=== eth_rx_hdr_parser ===
eth_rx_hdr_parser, M3 wires:
Scale: 2 px per micron.
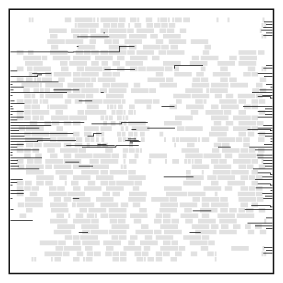

<file path="src/rtl/eth_switch_pkg.sv">
// Shared widths, control characters and types for the switch receive path.
// Also holds the byte-order helper used by the header parser.
package eth_switch_pkg;

  localparam int NUM_OF_PORTS       = 4;
  localparam int RXTX_DATA_SIZE     = 32;
  localparam int RXTXCTRL_BITS_SIZE = 4;
  localparam int DST_MAC_LEN        = 64;
  localparam int SRC_MAC_LEN        = 64;
  localparam int MAC_ADDR_BITS      = 48;

  localparam logic [7:0]  START_CH     = 8'hFB;
  localparam logic [7:0]  TERM_CH      = 8'hFD;
  localparam logic [7:0]  ERR_CH       = 8'hFE;
  localparam logic [31:0] PRE_SFD_WORD = 32'hD5555555;

  typedef enum logic [2:0] {
    ST_IDLE    = 3'd0,
    ST_PRE     = 3'd1,
    ST_DA0     = 3'd2,
    ST_DA1SA0  = 3'd3,
    ST_SA1     = 3'd4,
    ST_PAYLOAD = 3'd5
  } rx_state_e;

  // Lane 0 arrives first on the wire but is the most significant address byte.
  function automatic logic [31:0] lane_to_addr32(input logic [31:0] d);
    return {d[7:0], d[15:8], d[23:16], d[31:24]};
  endfunction

endpackage

</file>
<file path="src/rtl/eth_rx_hdr_parser.sv">
// Per-port receive parser: finds start/preamble, extracts the MAC address pair,
// tracks frame termination and hands headers over with a valid/ready handshake.
module eth_rx_hdr_parser
  import eth_switch_pkg::*;
(
  input  logic                          clk,
  input  logic                          rst,
  input  logic [RXTX_DATA_SIZE-1:0]     rxd,
  input  logic [RXTXCTRL_BITS_SIZE-1:0] rxc,
  output logic [DST_MAC_LEN-1:0]        dst_mac,
  output logic [SRC_MAC_LEN-1:0]        src_mac,
  output logic                          hdr_valid,
  input  logic                          hdr_ready,
  output logic                          frame_active,
  output logic                          frame_end,
  output logic                          frame_err,
  output logic [7:0]                    drop_cnt
);

  rx_state_e                r_state;
  rx_state_e                w_state_nxt;
  logic                     w_start;
  logic                     w_lane_term;
  logic                     w_lane_err;
  logic                     w_err;
  logic                     w_end;
  logic                     w_hdr_done;
  logic                     w_load;
  logic [MAC_ADDR_BITS-1:0] r_da_sh;
  logic [15:0]              r_sa_hi_sh;
  logic [DST_MAC_LEN-1:0]   w_dst_new;
  logic [SRC_MAC_LEN-1:0]   w_src_new;
  logic [DST_MAC_LEN-1:0]   r_dst_mac;
  logic [SRC_MAC_LEN-1:0]   r_src_mac;
  logic                     r_hdr_valid;
  logic                     r_frame_active;
  logic                     r_frame_end;
  logic                     r_frame_err;
  logic [7:0]               r_drop_cnt;

  assign w_start = (rxc == 4'b0001) && (rxd[7:0] == START_CH);

  // Scan lanes for terminate / error control characters.
  always_comb begin
    w_lane_term = 1'b0;
    w_lane_err  = 1'b0;
    for (int n = 0; n < RXTXCTRL_BITS_SIZE; n++) begin
      if (rxc[n] && (rxd[8*n +: 8] == TERM_CH)) begin
        w_lane_term = 1'b1;
      end else if (rxc[n] && (rxd[8*n +: 8] == ERR_CH)) begin
        w_lane_err = 1'b1;
      end else begin
        w_lane_term = w_lane_term;
      end
    end
  end

  // Next-state and pulse decode; a start word overrides everything else.
  always_comb begin
    w_state_nxt = r_state;
    w_err       = 1'b0;
    w_end       = 1'b0;
    w_hdr_done  = 1'b0;
    if (w_start) begin
      w_state_nxt = ST_PRE;
      w_err       = (r_state != ST_IDLE);
    end else begin
      case (r_state)
        ST_IDLE: w_state_nxt = ST_IDLE;
        ST_PRE: begin
          if ((rxc == 4'b0000) && (rxd == PRE_SFD_WORD)) begin
            w_state_nxt = ST_DA0;
          end else begin
            w_err       = 1'b1;
            w_state_nxt = ST_IDLE;
          end
        end
        ST_DA0, ST_DA1SA0, ST_SA1: begin
          if (|rxc) begin
            w_err       = 1'b1;
            w_state_nxt = ST_IDLE;
          end else if (r_state == ST_DA0) begin
            w_state_nxt = ST_DA1SA0;
          end else if (r_state == ST_DA1SA0) begin
            w_state_nxt = ST_SA1;
          end else begin
            w_hdr_done  = 1'b1;
            w_state_nxt = ST_PAYLOAD;
          end
        end
        ST_PAYLOAD: begin
          if (w_lane_err) begin
            w_err       = 1'b1;
            w_state_nxt = ST_IDLE;
          end else if (w_lane_term) begin
            w_end       = 1'b1;
            w_state_nxt = ST_IDLE;
          end else begin
            w_state_nxt = ST_PAYLOAD;
          end
        end
        default: w_state_nxt = ST_IDLE;
      endcase
    end
  end

  // Assemble the completed header from the shadow plus the final source word.
  always_comb begin
    w_dst_new = '0;
    w_src_new = '0;
    w_dst_new[MAC_ADDR_BITS-1:0] = r_da_sh;
    w_src_new[MAC_ADDR_BITS-1:0] = {r_sa_hi_sh, lane_to_addr32(rxd)};
  end

  // Completed header is taken unless the previous one is still unaccepted.
  assign w_load = w_hdr_done && (!r_hdr_valid || hdr_ready);

  // State register and header shadow capture.
  always_ff @(posedge clk or posedge rst) begin
    if (rst) begin
      r_state        <= ST_IDLE;
      r_da_sh        <= '0;
      r_sa_hi_sh     <= '0;
      r_frame_active <= 1'b0;
      r_frame_end    <= 1'b0;
      r_frame_err    <= 1'b0;
    end else begin
      r_state        <= w_state_nxt;
      r_frame_active <= (w_state_nxt != ST_IDLE);
      r_frame_end    <= w_end && !w_err;
      r_frame_err    <= w_err;
      if (!w_start && (rxc == 4'b0000) && (r_state == ST_DA0)) begin
        r_da_sh[47:16] <= lane_to_addr32(rxd);
      end else if (!w_start && (rxc == 4'b0000) && (r_state == ST_DA1SA0)) begin
        r_da_sh[15:0] <= {rxd[7:0], rxd[15:8]};
        r_sa_hi_sh    <= {rxd[23:16], rxd[31:24]};
      end else begin
        r_da_sh <= r_da_sh;
      end
    end
  end

  // Output header handshake and drop accounting.
  always_ff @(posedge clk or posedge rst) begin
    if (rst) begin
      r_dst_mac   <= '0;
      r_src_mac   <= '0;
      r_hdr_valid <= 1'b0;
      r_drop_cnt  <= 8'd0;
    end else if (w_load) begin
      r_dst_mac   <= w_dst_new;
      r_src_mac   <= w_src_new;
      r_hdr_valid <= 1'b1;
    end else if (w_hdr_done) begin
      if (r_drop_cnt != 8'hFF) begin
        r_drop_cnt <= r_drop_cnt + 8'd1;
      end
    end else if (r_hdr_valid && hdr_ready) begin
      r_hdr_valid <= 1'b0;
    end
  end

  assign dst_mac      = r_dst_mac;
  assign src_mac      = r_src_mac;
  assign hdr_valid    = r_hdr_valid;
  assign frame_active = r_frame_active;
  assign frame_end    = r_frame_end;
  assign frame_err    = r_frame_err;
  assign drop_cnt     = r_drop_cnt;

endmodule

</file>
<file path="config.mk">
export PLATFORM = sky130hd
export DESIGN_NAME = eth_rx_hdr_parser
export DESIGN_NICKNAME = d
export VERILOG_FILES = /design/src/rtl/eth_switch_pkg.sv /design/src/rtl/eth_rx_hdr_parser.sv
export SDC_FILE = /design/constraint.sdc
export NUM_CORES = 1
export LEC_CHECK = 0
export ABC_CLOCK_PERIOD_IN_PS = 16100
export CORE_MARGIN = 3
export CORE_UTILIZATION = 45
export CTS_CLUSTER_SIZE = 30
export DETAILED_ROUTE_END_ITERATION = 10
export PLACE_DENSITY = 0.74
export SKIP_CTS_REPAIR_TIMING = 1
export SLEW_MARGIN = 20
export SYNTH_ARGS = -nofsm -noshare
export SYNTH_HDL_FRONTEND = slang
export SYNTH_SLANG_ARGS = --single-unit
</file>
<file path="constraint.sdc">
create_clock -name clk -period 16.1 [get_ports clk]
set_clock_uncertainty 0.15 [all_clocks]
set_input_delay 2.415 -clock clk [delete_from_list [all_inputs] [get_ports clk]]
set_output_delay 2.415 -clock clk [all_outputs]
set_load 0.05 [all_outputs]
</file>
=== mem_access_stage ===
--- src/rtl/mem_access_stage.sv ---
// Memory-access pipeline stage. It passes ALU results to writeback, runs one aligned
// data-memory transaction at a time with a wait timeout, and forwards branch redirects.
module mem_access_stage #(
    parameter int DATA    = 32,
    parameter int TIMEOUT = 15
) (
    input  logic            clk,
    input  logic            rst,
    input  logic            ex_valid,
    input  logic [DATA-1:0] ex_alu_o,
    input  logic [DATA-1:0] ex_write_data,
    input  logic            ex_mem_read,
    input  logic            ex_mem_write,
    input  logic            ex_reg_write,
    input  logic            ex_mem_to_reg,
    input  logic [4:0]      ex_rd,
    input  logic            ex_is_taken,
    input  logic [DATA-1:0] ex_new_addr,
    output logic            stall_o,
    output logic            dmem_req,
    output logic            dmem_we,
    output logic [DATA-1:0] dmem_addr,
    output logic [DATA-1:0] dmem_wdata,
    input  logic            dmem_ack,
    input  logic [DATA-1:0] dmem_rdata,
    output logic            wb_valid,
    output logic            wb_reg_write,
    output logic [4:0]      wb_rd,
    output logic [DATA-1:0] wb_data,
    output logic            redirect_valid,
    output logic [DATA-1:0] redirect_addr,
    output logic            err_misalign,
    output logic            err_timeout
);

    typedef enum logic [0:0] {IDLE = 1'b0, BUSY = 1'b1} state_t;

    localparam logic [7:0] TO_LIMIT = 8'(TIMEOUT);

    state_t          r_state;
    state_t          w_state_nxt;
    logic [7:0]      r_cnt;
    logic            r_reg_write;
    logic            r_mem_to_reg;
    logic            r_is_store;
    logic [4:0]      r_rd;
    logic [DATA-1:0] r_alu;

    logic w_accept;
    logic w_mem_op;
    logic w_misalign;
    logic w_ack_done;
    logic w_timeout;

    assign stall_o = (r_state == BUSY);

    // Decode the accepted op and the two ways a pending access can finish.
    always_comb begin
        w_accept    = 1'b0;
        w_mem_op    = 1'b0;
        w_misalign  = 1'b0;
        w_ack_done  = 1'b0;
        w_timeout   = 1'b0;
        w_state_nxt = r_state;
        w_accept    = (r_state == IDLE) && ex_valid;
        w_mem_op    = ex_mem_read || ex_mem_write;
        w_misalign  = (ex_alu_o[1:0] != 2'b00);
        w_ack_done  = (r_state == BUSY) && dmem_req && dmem_ack;
        // An ack in the final allowed cycle takes priority over the abort.
        w_timeout   = (r_state == BUSY) && dmem_req && !dmem_ack
                      && ((r_cnt + 8'd1) == TO_LIMIT);
        case (r_state)
            IDLE: begin
                if (w_accept && w_mem_op && !w_misalign) begin
                    w_state_nxt = BUSY;
                end else begin
                    w_state_nxt = IDLE;
                end
            end
            BUSY: begin
                if (w_ack_done || w_timeout) begin
                    w_state_nxt = IDLE;
                end else begin
                    w_state_nxt = BUSY;
                end
            end
            default: w_state_nxt = IDLE;
        endcase
    end

    // State register.
    always_ff @(posedge clk) begin
        if (rst) begin
            r_state <= IDLE;
        end else begin
            r_state <= w_state_nxt;
        end
    end

    // Registered outputs, captured request context and wait counter.
    always_ff @(posedge clk) begin
        if (rst) begin
            r_cnt          <= 8'd0;
            r_reg_write    <= 1'b0;
            r_mem_to_reg   <= 1'b0;
            r_is_store     <= 1'b0;
            r_rd           <= 5'd0;
            r_alu          <= '0;
            dmem_req       <= 1'b0;
            dmem_we        <= 1'b0;
            dmem_addr      <= '0;
            dmem_wdata     <= '0;
            wb_valid       <= 1'b0;
            wb_reg_write   <= 1'b0;
            wb_rd          <= 5'd0;
            wb_data        <= '0;
            redirect_valid <= 1'b0;
            redirect_addr  <= '0;
            err_misalign   <= 1'b0;
            err_timeout    <= 1'b0;
        end else begin
            wb_valid       <= 1'b0;
            redirect_valid <= 1'b0;
            err_misalign   <= 1'b0;
            err_timeout    <= 1'b0;
            if (w_accept) begin
                if (ex_is_taken) begin
                    redirect_valid <= 1'b1;
                    redirect_addr  <= ex_new_addr;
                end
                if (!w_mem_op) begin
                    wb_valid     <= 1'b1;
                    wb_reg_write <= ex_reg_write;
                    wb_rd        <= ex_rd;
                    wb_data      <= ex_alu_o;
                end else if (w_misalign) begin
                    err_misalign <= 1'b1;
                    wb_valid     <= 1'b1;
                    wb_reg_write <= 1'b0;
                    wb_rd        <= ex_rd;
                end else begin
                    // Load+store together is treated as a store.
                    dmem_req     <= 1'b1;
                    dmem_we      <= ex_mem_write;
                    dmem_addr    <= ex_alu_o;
                    dmem_wdata   <= ex_write_data;
                    r_cnt        <= 8'd0;
                    r_reg_write  <= ex_reg_write;
                    r_mem_to_reg <= ex_mem_to_reg;
                    r_is_store   <= ex_mem_write;
                    r_rd         <= ex_rd;
                    r_alu        <= ex_alu_o;
                end
            end else if (w_ack_done) begin
                dmem_req     <= 1'b0;
                dmem_we      <= 1'b0;
                wb_valid     <= 1'b1;
                wb_reg_write <= r_reg_write && !r_is_store;
                wb_rd        <= r_rd;
                wb_data      <= r_mem_to_reg ? dmem_rdata : r_alu;
            end else if (w_timeout) begin
                dmem_req     <= 1'b0;
                dmem_we      <= 1'b0;
                err_timeout  <= 1'b1;
                wb_valid     <= 1'b1;
                wb_reg_write <= 1'b0;
                wb_rd        <= r_rd;
            end else if (r_state == BUSY) begin
                r_cnt <= r_cnt + 8'd1;
            end
        end
    end

endmodule

--- config.mk ---
export PLATFORM = sky130hd
export DESIGN_NAME = mem_access_stage
export DESIGN_NICKNAME = d
export VERILOG_FILES = /design/src/rtl/mem_access_stage.sv
export SDC_FILE = /design/constraint.sdc
export NUM_CORES = 1
export LEC_CHECK = 0
export ABC_AREA = 1
export CORE_AREA = 2 2 163 165
export DETAILED_ROUTE_END_ITERATION = 7
export DIE_AREA = 0 0 165 167
export PLACE_DENSITY = 0.5
export SETUP_SLACK_MARGIN = 0.2
export SLEW_MARGIN = 5
export SYNTH_ARGS = -nofsm -noshare
export SYNTH_HDL_FRONTEND = slang
export SYNTH_SLANG_ARGS = --single-unit
--- constraint.sdc ---
create_clock -name clk -period 1.7 [get_ports clk]
set_clock_uncertainty 0.2 [all_clocks]
set_input_delay 0.255 -clock clk [delete_from_list [all_inputs] [get_ports clk]]
set_output_delay 0.255 -clock clk [all_outputs]
set_load 0.005 [all_outputs]
=== branch_resolver_flat ===
`config.mk`:
```
export PLATFORM = sky130hd
export DESIGN_NAME = branch_resolver_flat
export DESIGN_NICKNAME = d
export VERILOG_FILES = /design/src/rtl/branch_resolver_pkg.sv /design/src/rtl/branch_resolver_if.sv /design/src/rtl/branch_resolver_sat_counter.sv /design/src/rtl/branch_resolver.sv /design/src/flat_wrapper.sv
export SDC_FILE = /design/constraint.sdc
export NUM_CORES = 1
export LEC_CHECK = 0
export CAP_MARGIN = 5
export CORE_MARGIN = 2
export CORE_UTILIZATION = 30
export CTS_BUF_LIST = sky130_fd_sc_hd__clkbuf_16
export CTS_CLUSTER_DIAMETER = 50
export DETAILED_ROUTE_END_ITERATION = 6
export GPL_TIMING_DRIVEN = 0
export PLACE_DENSITY = 0.64
export SYNTH_ARGS = -nofsm -noshare
export SYNTH_HDL_FRONTEND = slang
export SYNTH_SLANG_ARGS = --single-unit
```
`constraint.sdc`:
```
create_clock -name clk -period 9.2 [get_ports clk]
set_clock_uncertainty 0.15 [all_clocks]
set_input_delay 0.92 -clock clk [delete_from_list [all_inputs] [get_ports clk]]
set_output_delay 0.92 -clock clk [all_outputs]
set_load 0.01 [all_outputs]
```
`src/rtl/branch_resolver_pkg.sv`:
```
// Purpose: shared types for the branch resolver: FSM state encoding, the
//          IF->ID prediction metadata layout and the training strobe payload.
// Ports:   none (package).
package branch_resolver_pkg;

  localparam int unsigned PC_W = 32;
  localparam logic [PC_W-1:0] PC_INC = 32'd4;

  // RUN: redirects issue combinationally; HOLD: a redirect waits for fetch
  typedef enum logic {
    RUN  = 1'b0,
    HOLD = 1'b1
  } state_e;

  // Prediction made in IF, carried alongside the instruction into ID
  typedef struct packed {
    logic            valid;
    logic [PC_W-1:0] pc;
    logic            pred_taken;
    logic [PC_W-1:0] pred_pc;
    logic            btb_hit;
  } meta_t;

  // Training strobe consumed by the predictor's ID-side update port
  typedef struct packed {
    logic            branch;
    logic            taken;
    logic [PC_W-1:0] pc;
    logic [PC_W-1:0] target;
  } upd_t;

endpackage

```
`src/rtl/branch_resolver_if.sv`:
```
// Purpose: bundles the IF prediction, ID outcome, redirect handshake,
//          training strobe and perf counter signals of the branch resolver.
// Modports:
//   master - pipeline/fetch side: drives IF/ID fields and redirect_ready,
//            observes redirect, flush, training and counters.
//   slave  - branch_resolver side.
interface branch_resolver_if #(
  parameter int unsigned CNT_W = 32
);
  import branch_resolver_pkg::*;

  logic             if_valid;
  logic [PC_W-1:0]  if_pc;
  logic             if_pred_taken;
  logic [PC_W-1:0]  if_pred_pc;
  logic             if_btb_hit;
  logic             id_stall;
  logic             id_flush_ext;
  logic             id_valid;
  logic [PC_W-1:0]  id_pc;
  logic             id_is_branch;
  logic             id_is_jump;
  logic             id_taken;
  logic [PC_W-1:0]  id_target;
  logic             redirect_ready;
  logic             redirect_valid;
  logic [PC_W-1:0]  redirect_pc;
  logic             flush_if;
  logic             upd_branch;
  logic             upd_taken;
  logic [PC_W-1:0]  upd_pc;
  logic [PC_W-1:0]  upd_target;
  logic             meta_err;
  logic [CNT_W-1:0] cnt_ctrl;
  logic [CNT_W-1:0] cnt_mispred;
  logic [CNT_W-1:0] cnt_btb_hit;

  modport master (
    output if_valid, if_pc, if_pred_taken, if_pred_pc, if_btb_hit,
    output id_stall, id_flush_ext, id_valid, id_pc, id_is_branch, id_is_jump,
    output id_taken, id_target, redirect_ready,
    input  redirect_valid, redirect_pc, flush_if,
    input  upd_branch, upd_taken, upd_pc, upd_target,
    input  meta_err, cnt_ctrl, cnt_mispred, cnt_btb_hit
  );

  modport slave (
    input  if_valid, if_pc, if_pred_taken, if_pred_pc, if_btb_hit,
    input  id_stall, id_flush_ext, id_valid, id_pc, id_is_branch, id_is_jump,
    input  id_taken, id_target, redirect_ready,
    output redirect_valid, redirect_pc, flush_if,
    output upd_branch, upd_taken, upd_pc, upd_target,
    output meta_err, cnt_ctrl, cnt_mispred, cnt_btb_hit
  );

endinterface

```
`src/rtl/branch_resolver_sat_counter.sv`:
```
// Purpose: up-counter that sticks at all-ones instead of wrapping.
// Ports:
//   clk, rst - clock, asynchronous active-high reset (clears to 0)
//   inc_i    - add one this cycle (ignored once saturated)
//   count_o  - current count
module branch_resolver_sat_counter #(
  parameter int unsigned CNT_W = 32
) (
  input  logic             clk,
  input  logic             rst,
  input  logic             inc_i,
  output logic [CNT_W-1:0] count_o
);

  logic [CNT_W-1:0] count_q, count_d;

  // Next count: increment unless already all-ones
  always_comb begin
    count_d = count_q;
    if (inc_i && (count_q != {CNT_W{1'b1}})) begin
      count_d = count_q + CNT_W'(1);
    end
  end

  // Count register
  always_ff @(posedge clk or posedge rst) begin
    if (rst) begin
      count_q <= '0;
    end else begin
      count_q <= count_d;
    end
  end

  assign count_o = count_q;

endmodule

```
`src/rtl/branch_resolver.sv`:
```
// Purpose: consumer end of the IF-stage branch predictor. Carries each
//          fetch's prediction across IF->ID, checks it against the outcome
//          resolved in ID, issues redirect/flush on mispredict, emits a
//          one-cycle training strobe and keeps saturating perf counters.
// Ports:
//   clk, rst - clock (rising edge), asynchronous active-high reset
//   br       - slave side of branch_resolver_if: IF prediction, ID outcome,
//              redirect handshake (redirect_valid/redirect_pc/redirect_ready),
//              flush_if, upd_* training strobe, meta_err, cnt_* counters
module branch_resolver
  import branch_resolver_pkg::*;
#(
  parameter int unsigned     CNT_W  = 32,
  parameter logic [PC_W-1:0] RST_PC = '0
) (
  input  logic               clk,
  input  logic               rst,
  branch_resolver_if.slave   br
);

  state_e          state_q, state_d;
  meta_t           meta_q, meta_d;
  upd_t            upd_q, upd_d;
  logic [PC_W-1:0] redir_pc_q, redir_pc_d;
  logic            meta_err_q, meta_err_d;

  logic            is_ctrl_c;
  logic            actual_taken_c;
  logic [PC_W-1:0] actual_pc_c;
  logic            resolve_c;
  logic            mispredict_c;
  logic            redirect_valid_c;
  logic [PC_W-1:0] redirect_pc_c;
  logic            flush_if_c;

  logic [CNT_W-1:0] cnt_ctrl_c, cnt_mispred_c, cnt_btb_hit_c;

  // Outcome of the ID instruction and comparison with the carried prediction.
  // A non-control op whose fetch was predicted taken (BTB alias) also counts
  // as a mispredict because its real next PC is pc+4.
  always_comb begin
    is_ctrl_c      = br.id_is_branch | br.id_is_jump;
    actual_taken_c = br.id_is_jump | (br.id_is_branch & br.id_taken);
    actual_pc_c    = actual_taken_c ? br.id_target : (br.id_pc + PC_INC);
    resolve_c      = (state_q == RUN) & br.id_valid & meta_q.valid &
                     ~br.id_stall & ~br.id_flush_ext;
    mispredict_c   = resolve_c & (actual_pc_c != meta_q.pred_pc);
  end

  // Redirect FSM: zero-latency redirect in RUN, parked in HOLD until fetch
  // accepts; an external flush overrides and drops any pending redirect.
  always_comb begin
    state_d          = state_q;
    redir_pc_d       = redir_pc_q;
    redirect_valid_c = 1'b0;
    redirect_pc_c    = redir_pc_q;
    case (state_q)
      RUN: begin
        if (mispredict_c) begin
          redirect_valid_c = 1'b1;
          redirect_pc_c    = actual_pc_c;
          redir_pc_d       = actual_pc_c;
          if (!br.redirect_ready) begin
            state_d = HOLD;
          end
        end
      end
      HOLD: begin
        redirect_valid_c = 1'b1;
        if (br.redirect_ready) begin
          state_d = RUN;
        end
      end
      default: begin
        state_d = RUN;
      end
    endcase
    if (br.id_flush_ext) begin
      redirect_valid_c = 1'b0;
      state_d          = RUN;
    end
  end

  assign flush_if_c = redirect_valid_c | br.id_flush_ext;

  // Prediction metadata: follows IF while the pipe advances, frozen on stall,
  // invalidated whenever the IF instruction is killed.
  always_comb begin
    meta_d = meta_q;
    if (flush_if_c) begin
      meta_d.valid = 1'b0;
    end else if ((state_q == RUN) && !br.id_stall) begin
      meta_d.valid      = br.if_valid;
      meta_d.pc         = br.if_pc;
      meta_d.pred_taken = br.if_pred_taken;
      meta_d.pred_pc    = br.if_pred_pc;
      meta_d.btb_hit    = br.if_btb_hit;
    end
  end

  // Training strobe pulses for one cycle after a control-op resolve;
  // payload fields keep their last value between pulses.
  always_comb begin
    upd_d        = upd_q;
    upd_d.branch = 1'b0;
    if (resolve_c && is_ctrl_c) begin
      upd_d.branch = 1'b1;
      upd_d.taken  = actual_taken_c;
      upd_d.pc     = br.id_pc;
      upd_d.target = br.id_target;
    end
    meta_err_d = meta_err_q | (resolve_c & (meta_q.pc != br.id_pc));
  end

  // State registers
  always_ff @(posedge clk or posedge rst) begin
    if (rst) begin
      state_q      <= RUN;
      meta_q       <= '0;
      upd_q.branch <= 1'b0;
      upd_q.taken  <= 1'b0;
      upd_q.pc     <= RST_PC;
      upd_q.target <= RST_PC;
      redir_pc_q   <= RST_PC;
      meta_err_q   <= 1'b0;
    end else begin
      state_q    <= state_d;
      meta_q     <= meta_d;
      upd_q      <= upd_d;
      redir_pc_q <= redir_pc_d;
      meta_err_q <= meta_err_d;
    end
  end

  // Perf counters, all stepping on the resolve edge
  branch_resolver_sat_counter #(.CNT_W(CNT_W)) u_cnt_ctrl (
    .clk     (clk),
    .rst     (rst),
    .inc_i   (resolve_c & is_ctrl_c),
    .count_o (cnt_ctrl_c)
  );

  branch_resolver_sat_counter #(.CNT_W(CNT_W)) u_cnt_mispred (
    .clk     (clk),
    .rst     (rst),
    .inc_i   (mispredict_c),
    .count_o (cnt_mispred_c)
  );

  branch_resolver_sat_counter #(.CNT_W(CNT_W)) u_cnt_btb_hit (
    .clk     (clk),
    .rst     (rst),
    .inc_i   (resolve_c & meta_q.btb_hit),
    .count_o (cnt_btb_hit_c)
  );

  // pred_taken is carried for debug visibility; the redirect decision uses pred_pc
  logic unused_c;
  assign unused_c = meta_q.pred_taken;

  assign br.redirect_valid = redirect_valid_c;
  assign br.redirect_pc    = redirect_pc_c;
  assign br.flush_if       = flush_if_c;
  assign br.upd_branch     = upd_q.branch;
  assign br.upd_taken      = upd_q.taken;
  assign br.upd_pc         = upd_q.pc;
  assign br.upd_target     = upd_q.target;
  assign br.meta_err       = meta_err_q;
  assign br.cnt_ctrl       = cnt_ctrl_c;
  assign br.cnt_mispred    = cnt_mispred_c;
  assign br.cnt_btb_hit    = cnt_btb_hit_c;

endmodule

```
`src/flat_wrapper.sv`:
```
// flat-port wrapper written by rule: the top's interface ports become plain ports
module branch_resolver_flat import branch_resolver_pkg::*;
#(
  parameter int unsigned     CNT_W  = 32,
  parameter logic [PC_W-1:0] RST_PC = '0
)
  (clk, rst, br_if_valid, br_if_pc, br_if_pred_taken, br_if_pred_pc, br_if_btb_hit, br_id_stall, br_id_flush_ext, br_id_valid, br_id_pc, br_id_is_branch, br_id_is_jump, br_id_taken, br_id_target, br_redirect_ready, br_redirect_valid, br_redirect_pc, br_flush_if, br_upd_branch, br_upd_taken, br_upd_pc, br_upd_target, br_meta_err, br_cnt_ctrl, br_cnt_mispred, br_cnt_btb_hit);
  branch_resolver_if #(.CNT_W(CNT_W)) br_i ();
  input  logic clk;
  input  logic rst;
  input wire logic [$bits(br_i.if_valid)-1:0] br_if_valid;
  input wire logic [$bits(br_i.if_pc)-1:0] br_if_pc;
  input wire logic [$bits(br_i.if_pred_taken)-1:0] br_if_pred_taken;
  input wire logic [$bits(br_i.if_pred_pc)-1:0] br_if_pred_pc;
  input wire logic [$bits(br_i.if_btb_hit)-1:0] br_if_btb_hit;
  input wire logic [$bits(br_i.id_stall)-1:0] br_id_stall;
  input wire logic [$bits(br_i.id_flush_ext)-1:0] br_id_flush_ext;
  input wire logic [$bits(br_i.id_valid)-1:0] br_id_valid;
  input wire logic [$bits(br_i.id_pc)-1:0] br_id_pc;
  input wire logic [$bits(br_i.id_is_branch)-1:0] br_id_is_branch;
  input wire logic [$bits(br_i.id_is_jump)-1:0] br_id_is_jump;
  input wire logic [$bits(br_i.id_taken)-1:0] br_id_taken;
  input wire logic [$bits(br_i.id_target)-1:0] br_id_target;
  input wire logic [$bits(br_i.redirect_ready)-1:0] br_redirect_ready;
  output wire logic [$bits(br_i.redirect_valid)-1:0] br_redirect_valid;
  output wire logic [$bits(br_i.redirect_pc)-1:0] br_redirect_pc;
  output wire logic [$bits(br_i.flush_if)-1:0] br_flush_if;
  output wire logic [$bits(br_i.upd_branch)-1:0] br_upd_branch;
  output wire logic [$bits(br_i.upd_taken)-1:0] br_upd_taken;
  output wire logic [$bits(br_i.upd_pc)-1:0] br_upd_pc;
  output wire logic [$bits(br_i.upd_target)-1:0] br_upd_target;
  output wire logic [$bits(br_i.meta_err)-1:0] br_meta_err;
  output wire logic [$bits(br_i.cnt_ctrl)-1:0] br_cnt_ctrl;
  output wire logic [$bits(br_i.cnt_mispred)-1:0] br_cnt_mispred;
  output wire logic [$bits(br_i.cnt_btb_hit)-1:0] br_cnt_btb_hit;
  assign br_i.if_valid = br_if_valid;
  assign br_i.if_pc = br_if_pc;
  assign br_i.if_pred_taken = br_if_pred_taken;
  assign br_i.if_pred_pc = br_if_pred_pc;
  assign br_i.if_btb_hit = br_if_btb_hit;
  assign br_i.id_stall = br_id_stall;
  assign br_i.id_flush_ext = br_id_flush_ext;
  assign br_i.id_valid = br_id_valid;
  assign br_i.id_pc = br_id_pc;
  assign br_i.id_is_branch = br_id_is_branch;
  assign br_i.id_is_jump = br_id_is_jump;
  assign br_i.id_taken = br_id_taken;
  assign br_i.id_target = br_id_target;
  assign br_i.redirect_ready = br_redirect_ready;
  assign br_redirect_valid = br_i.redirect_valid;
  assign br_redirect_pc = br_i.redirect_pc;
  assign br_flush_if = br_i.flush_if;
  assign br_upd_branch = br_i.upd_branch;
  assign br_upd_taken = br_i.upd_taken;
  assign br_upd_pc = br_i.upd_pc;
  assign br_upd_target = br_i.upd_target;
  assign br_meta_err = br_i.meta_err;
  assign br_cnt_ctrl = br_i.cnt_ctrl;
  assign br_cnt_mispred = br_i.cnt_mispred;
  assign br_cnt_btb_hit = br_i.cnt_btb_hit;
  branch_resolver #(.CNT_W(CNT_W), .RST_PC(RST_PC)) u_core (.clk(clk), .rst(rst), .br(br_i));
endmodule
```
=== addsub_acc_unit ===
==> src/rtl/addsub_acc_unit.sv <==
// Registered add/subtract unit with running accumulator, optional signed
// overflow rules and saturation, and a single-entry valid/ready output stage.
module addsub_acc_unit #(
    parameter int unsigned WIDTH    = 16,
    parameter int unsigned SIGNED   = 0,
    parameter int unsigned SATURATE = 0
) (
    input  logic             clk,
    input  logic             rst,
    input  logic             in_valid,
    output logic             in_ready,
    input  logic [1:0]       op,
    input  logic [WIDTH-1:0] a,
    input  logic [WIDTH-1:0] b,
    output logic             out_valid,
    input  logic             out_ready,
    output logic [WIDTH-1:0] result,
    output logic             carry,
    output logic             ovf,
    output logic             zero,
    output logic [WIDTH-1:0] acc
);

    typedef enum logic [1:0] {
        OpSub    = 2'b00,
        OpAdd    = 2'b01,
        OpAccSub = 2'b10,
        OpLoad   = 2'b11
    } op_e;

    localparam bit IsSigned = (SIGNED != 0);
    localparam bit DoSat    = (SATURATE != 0);

    // Extreme values used when clamping
    localparam logic [WIDTH-1:0] UMax = {WIDTH{1'b1}};
    localparam logic [WIDTH-1:0] UMin = {WIDTH{1'b0}};
    localparam logic [WIDTH-1:0] SMax = {1'b0, {(WIDTH-1){1'b1}}};
    localparam logic [WIDTH-1:0] SMin = {1'b1, {(WIDTH-1){1'b0}}};

    op_e              op_sel;
    logic             accept;

    logic             valid_q;
    logic [WIDTH-1:0] result_q;
    logic             carry_q;
    logic             ovf_q;
    logic             zero_q;
    logic [WIDTH-1:0] acc_q;

    logic [WIDTH-1:0] x_op;
    logic [WIDTH:0]   sum_ext;
    logic [WIDTH:0]   diff_ext;
    logic [WIDTH:0]   raw_ext;
    logic             is_add;
    logic             sx;
    logic             sy;
    logic             sr;
    logic [WIDTH-1:0] sat_val;
    logic [WIDTH-1:0] result_d;
    logic             carry_d;
    logic             ovf_d;
    logic             zero_d;

    assign op_sel   = op_e'(op);
    // Single output register: a new beat may enter whenever the current one leaves
    assign in_ready = !valid_q || out_ready;
    assign accept   = in_valid && in_ready;

    assign out_valid = valid_q;
    assign result    = result_q;
    assign carry     = carry_q;
    assign ovf       = ovf_q;
    assign zero      = zero_q;
    assign acc       = acc_q;

    // Datapath: raw add/subtract, carry/borrow, overflow and clamping
    always_comb begin
        x_op     = (op_sel == OpAccSub) ? acc_q : a;
        is_add   = (op_sel == OpAdd);
        sum_ext  = {1'b0, x_op} + {1'b0, b};
        diff_ext = {1'b0, x_op} - {1'b0, b};
        raw_ext  = is_add ? sum_ext : diff_ext;

        // Bit WIDTH is the carry-out for ADD and the borrow (X < Y) for subtracts
        carry_d = raw_ext[WIDTH];

        sx = x_op[WIDTH-1];
        sy = b[WIDTH-1];
        sr = raw_ext[WIDTH-1];

        if (IsSigned) begin
            if (is_add) begin
                ovf_d = (sx == sy) && (sr != sx);
            end else begin
                ovf_d = (sx != sy) && (sr != sx);
            end
        end else begin
            ovf_d = carry_d;
        end

        // On signed overflow the true result always has the sign of X
        if (IsSigned) begin
            sat_val = sx ? SMin : SMax;
        end else begin
            sat_val = is_add ? UMax : UMin;
        end

        if (DoSat && ovf_d) begin
            result_d = sat_val;
        end else begin
            result_d = raw_ext[WIDTH-1:0];
        end

        if (op_sel == OpLoad) begin
            result_d = a;
            carry_d  = 1'b0;
            ovf_d    = 1'b0;
        end

        zero_d = (result_d == '0);
    end

    // Output register, flags and accumulator; all captured together on accept
    always_ff @(posedge clk or posedge rst) begin
        if (rst) begin
            valid_q  <= 1'b0;
            result_q <= '0;
            carry_q  <= 1'b0;
            ovf_q    <= 1'b0;
            zero_q   <= 1'b0;
            acc_q    <= '0;
        end else begin
            if (accept) begin
                valid_q  <= 1'b1;
                result_q <= result_d;
                carry_q  <= carry_d;
                ovf_q    <= ovf_d;
                zero_q   <= zero_d;
                acc_q    <= result_d;
            end else if (out_ready) begin
                valid_q <= 1'b0;
            end
        end
    end

endmodule
==> config.mk <==
export PLATFORM = sky130hd
export DESIGN_NAME = addsub_acc_unit
export DESIGN_NICKNAME = d
export VERILOG_FILES = /design/src/rtl/addsub_acc_unit.sv
export SDC_FILE = /design/constraint.sdc
export NUM_CORES = 1
export LEC_CHECK = 0
export ABC_AREA = 1
export CORE_AREA = 2 2 81 83
export DETAILED_ROUTE_END_ITERATION = 10
export DIE_AREA = 0 0 83 85
export PLACE_DENSITY = 0.74
export SLEW_MARGIN = 20
export SYNTH_ARGS = -nofsm -noshare
export SYNTH_HDL_FRONTEND = slang
export SYNTH_SLANG_ARGS = --single-unit
==> constraint.sdc <==
create_clock -name clk -period 2.1 [get_ports clk]
set_input_delay 0.21 -clock clk [delete_from_list [all_inputs] [get_ports clk]]
set_output_delay 0.21 -clock clk [all_outputs]
set_load 0.02 [all_outputs]

## Gallery

M3 wires.
shot_01.png
Scale: 1 px per micron.
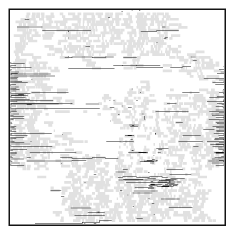
shot_02.png
Scale: 3 px per micron.
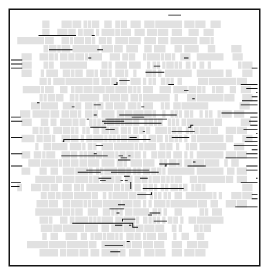
shot_03.png
Scale: 1.5 px per micron.
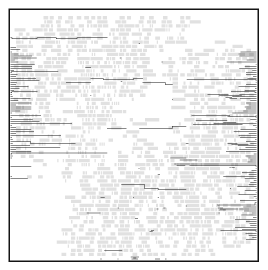
For mem_access_stage, see shot_03.png.
For addsub_acc_unit, see shot_02.png.
For branch_resolver_flat, see shot_01.png.
The one with the largest die is shot_01.png.
The one with the smallest die is shot_02.png.

Key to shot_02.png:
- nets with wire on the layer: 80
- longest straight run: 28.7 microns
- main direction: horizontal

addsub_acc_unit, the metal 4 layer:
Scale: 3 px per micron.
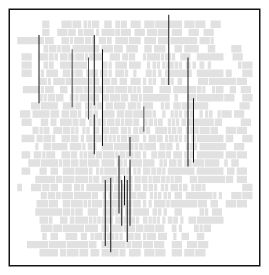
- longest straight run: 36.0 microns
- nets with wire on the layer: 18
final WL: 9.824 mm
routed via count: 3386

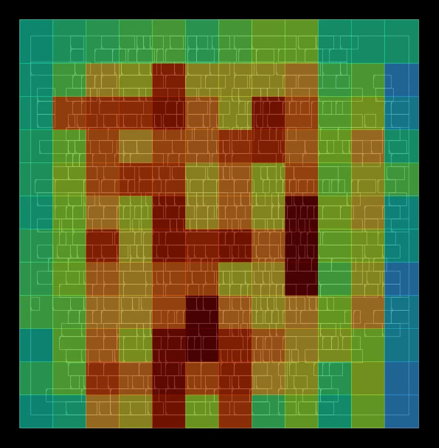
addsub_acc_unit: congestion heat map
Final Core Density: 75.58%
GR Util met3: 2.335%
routed len/inst: 15.07 microns
Most Crowded Layer GR: met2

==> notes.md, addsub_acc_unit <==
fresh numbers from the pnr run: status=finished with violations, failing checks=setup timing, top-area cell type share of the netlist area=19.80%, I/O pin count=75, Hold Path Class=input pin to async pin, sequential power=518 uW, Largest Pwr Group=combinational cells, final setup violation count=11, crit-path max FO=4, CTS max path bufs=2, Antenna Nets Post-Route=0, # clk buffers=4, cell mode on critical path=nand2_1, largest net degree at the start of global routing=22, overall global routing resource usage=22.62%, CP required=2.30 ns, H-tree depth=1, fin cells=652, CP Buf/Inv Count=3, Post-CTS Setup Inserts=19, post-synth cell types=34, FF-to-FF End=zero$_DFFE_PP0P_, setup slack after layout=-0.4208 ns
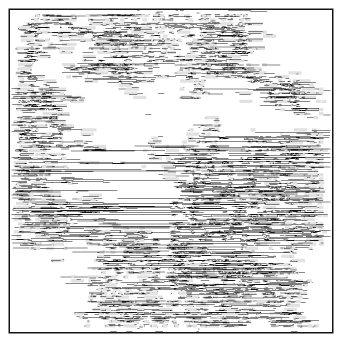
branch_resolver_flat: the metal 1 layer
Scale: 1.5 px per micron.
- wire length on this layer: 20.6 mm
- longest straight run: 116 microns
- share of all routed wire: 44%
final WL: 46.29 mm
routed via count: 10780
met1 usage: 26.23%

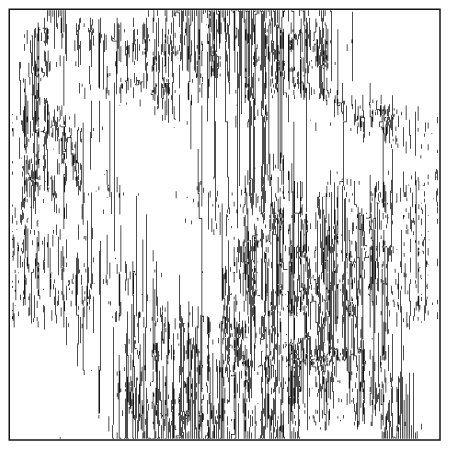
branch_resolver_flat: the metal 2 layer
Scale: 2 px per micron.
- share of all routed wire: 47%
- longest straight run: 90.2 microns
grt met2 use: 32.01%

==> notes.md, branch_resolver_flat <==
fresh numbers from the pnr run: Internal Pwr Total=2626 uW, GR Util met3=4.993%, Yosys top cell by instances=dfrtp_1, yosys cell count=1189, Synth-to-Final Area Change=39.39%, measured slew at the worst slew-check pin=1.075 ns, Reg clk slew, reported paths=0.05 ns, initial antenna violation count=6, Crit. path cell count=13, VDD IR max=134.0 uV, Final Hold Viols=0, ClkCell Share=6.550%, R2R Path Start=u_core.meta_q[25]$_DFFE_PP0P_, fill cell count=4283, clock root buffer=clkbuf_16, Seq cells post-synth=262, register share of total power=39.1%, fin cells=2172, Comb power frac=21.5%, status=finished, final reports clean, top cells, area=dfrtp_1 (49%), mux2_2 (7.0%), xor2_1 (6.5%), comb pwr=779 uW, Final Core Density=42.13%, most used logic cell in the final layout=clkdlybuf4s50_1, PortBufs=321, CTS max path bufs=3
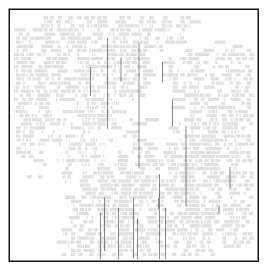
mem_access_stage: the metal 4 layer
Scale: 1.5 px per micron.
- nets with wire on the layer: 13
- wire length on this layer: 547 microns
- main direction: vertical
final WL: 27.65 mm
routed via count: 7316

==> notes.md, mem_access_stage <==
fresh numbers from the pnr run: crit-path max FO=5, clock root buffer=clkbuf_16, Slew Limit Fails=0, comb pwr=2070 uW, drt pass-1 iters=4, area fraction in xor and xnor cells=0%, final setup violation count=155, status=finished with violations, Non-clk bufs=439, failing checks=setup timing, Die Ht=167 microns, most used logic cell in the final layout=clkdlybuf4s50_1, CTS max path bufs=2, RSZ-0062 raised after global routing=yes, post-synth cell types=28, R2R Path Start=stall_o$_SDFF_PP0_, P_clk=3850 uW, crit path from=stall_o$_SDFF_PP0_, Final Total Pwr=9943 uW, PortBufs=282, Residual DRC=0, top-area cell type share of the netlist area=49.23%, DRT met1 WL=11.77 mm, H-tree depth=4, Synth-to-Final Area Change=105.7%, setup slack after layout=-0.1760 ns, Comb area=3859 sq um, Fin Hold WS=0.1927 ns, vias in the first global route=6984, # clk buffers=18
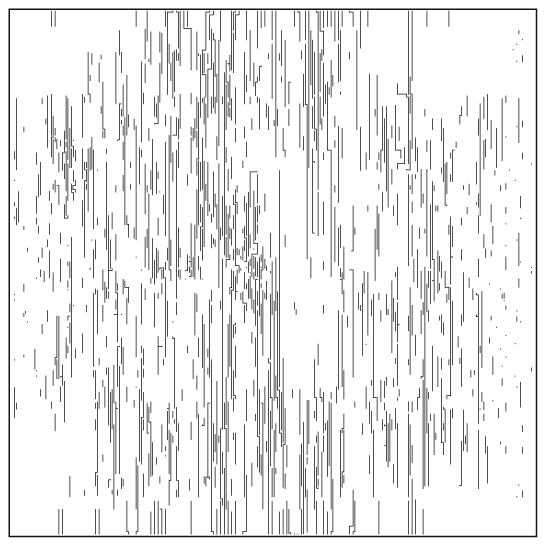
eth_rx_hdr_parser: the metal 2 layer
Scale: 4 px per micron.
- main direction: vertical
- wire length on this layer: 6960 microns
- longest straight run: 54.7 microns
- nets with wire on the layer: 629
grt met2 use: 27.19%
final WL: 14.70 mm
routed via count: 4270

## Picture notes: 'M3 wires' of eth_rx_hdr_parser
- nets with wire on the layer: 109
- longest straight run: 36.6 microns
- share of all routed wire: 6.9%
- main direction: horizontal
- wire length on this layer: 1020 microns
GR Util met3: 5.781%

==> notes.md, eth_rx_hdr_parser <==
fresh numbers from the pnr run: core area=15310 sq um, crit path from=rxc[2], R2R cell count=4, met2 wire length=6.964 mm, Power Dens Cells=99.22 nW/um^2, fin cells=847, Final Core Density=60.40%, logic share of the area=26.73%, Sw Ratio=21.36%, ANT cells=0, Area after DPL=8616 sq um, met3 wire len=1.016 mm, Final min period=4.908 ns, sequential power=440 uW, Yosys warning total=0, status=finished, final reports clean, CP Buf/Inv Count=2, aoi share=1.379%, Comb power frac=4.7%, startpoint types=input pin


==> gallery <==
Congestion heat map.
image #1
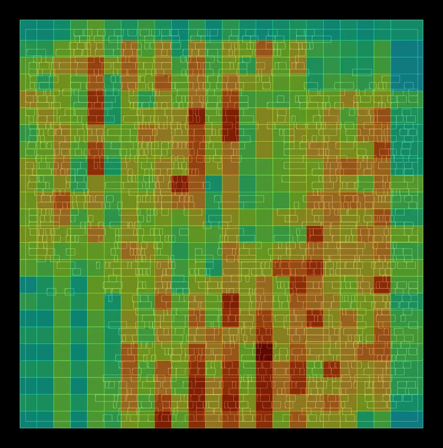
image #2
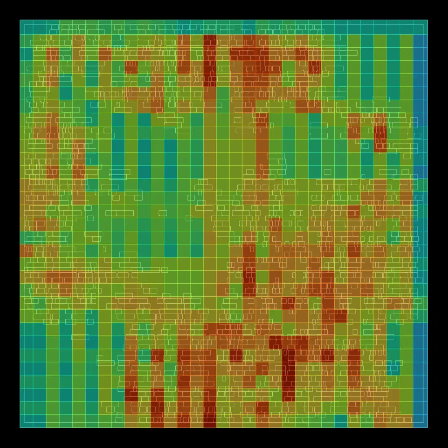
image #3
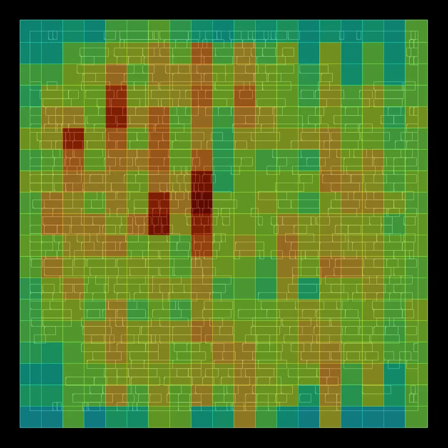
| picture | from |
|---|---|
| image #2 | branch_resolver_flat |
| image #1 | mem_access_stage |
| image #3 | eth_rx_hdr_parser |


## Gallery

The metal 1 layer.
picture 1
Scale: 2 px per micron.
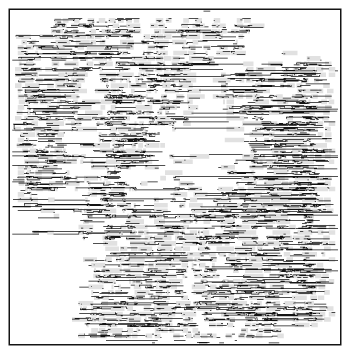
picture 2
Scale: 4 px per micron.
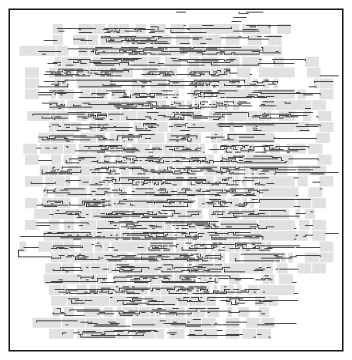
picture 3
Scale: 3 px per micron.
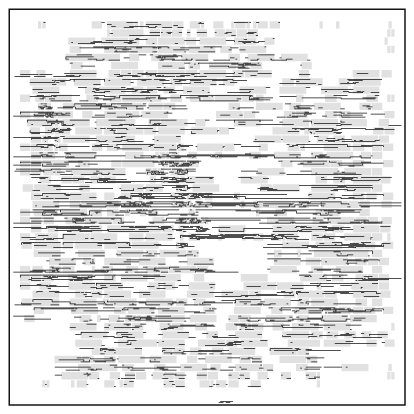
The one with the smallest die is picture 2.
The one with the largest die is picture 1.
For mem_access_stage, see picture 1.
For eth_rx_hdr_parser, see picture 3.
For addsub_acc_unit, see picture 2.

Key to picture 3:
- share of all routed wire: 44%
- wire length on this layer: 6440 microns
- main direction: horizontal
- longest straight run: 36.3 microns
- nets with wire on the layer: 553

Power is estimated from default activity; no workload was simulated.
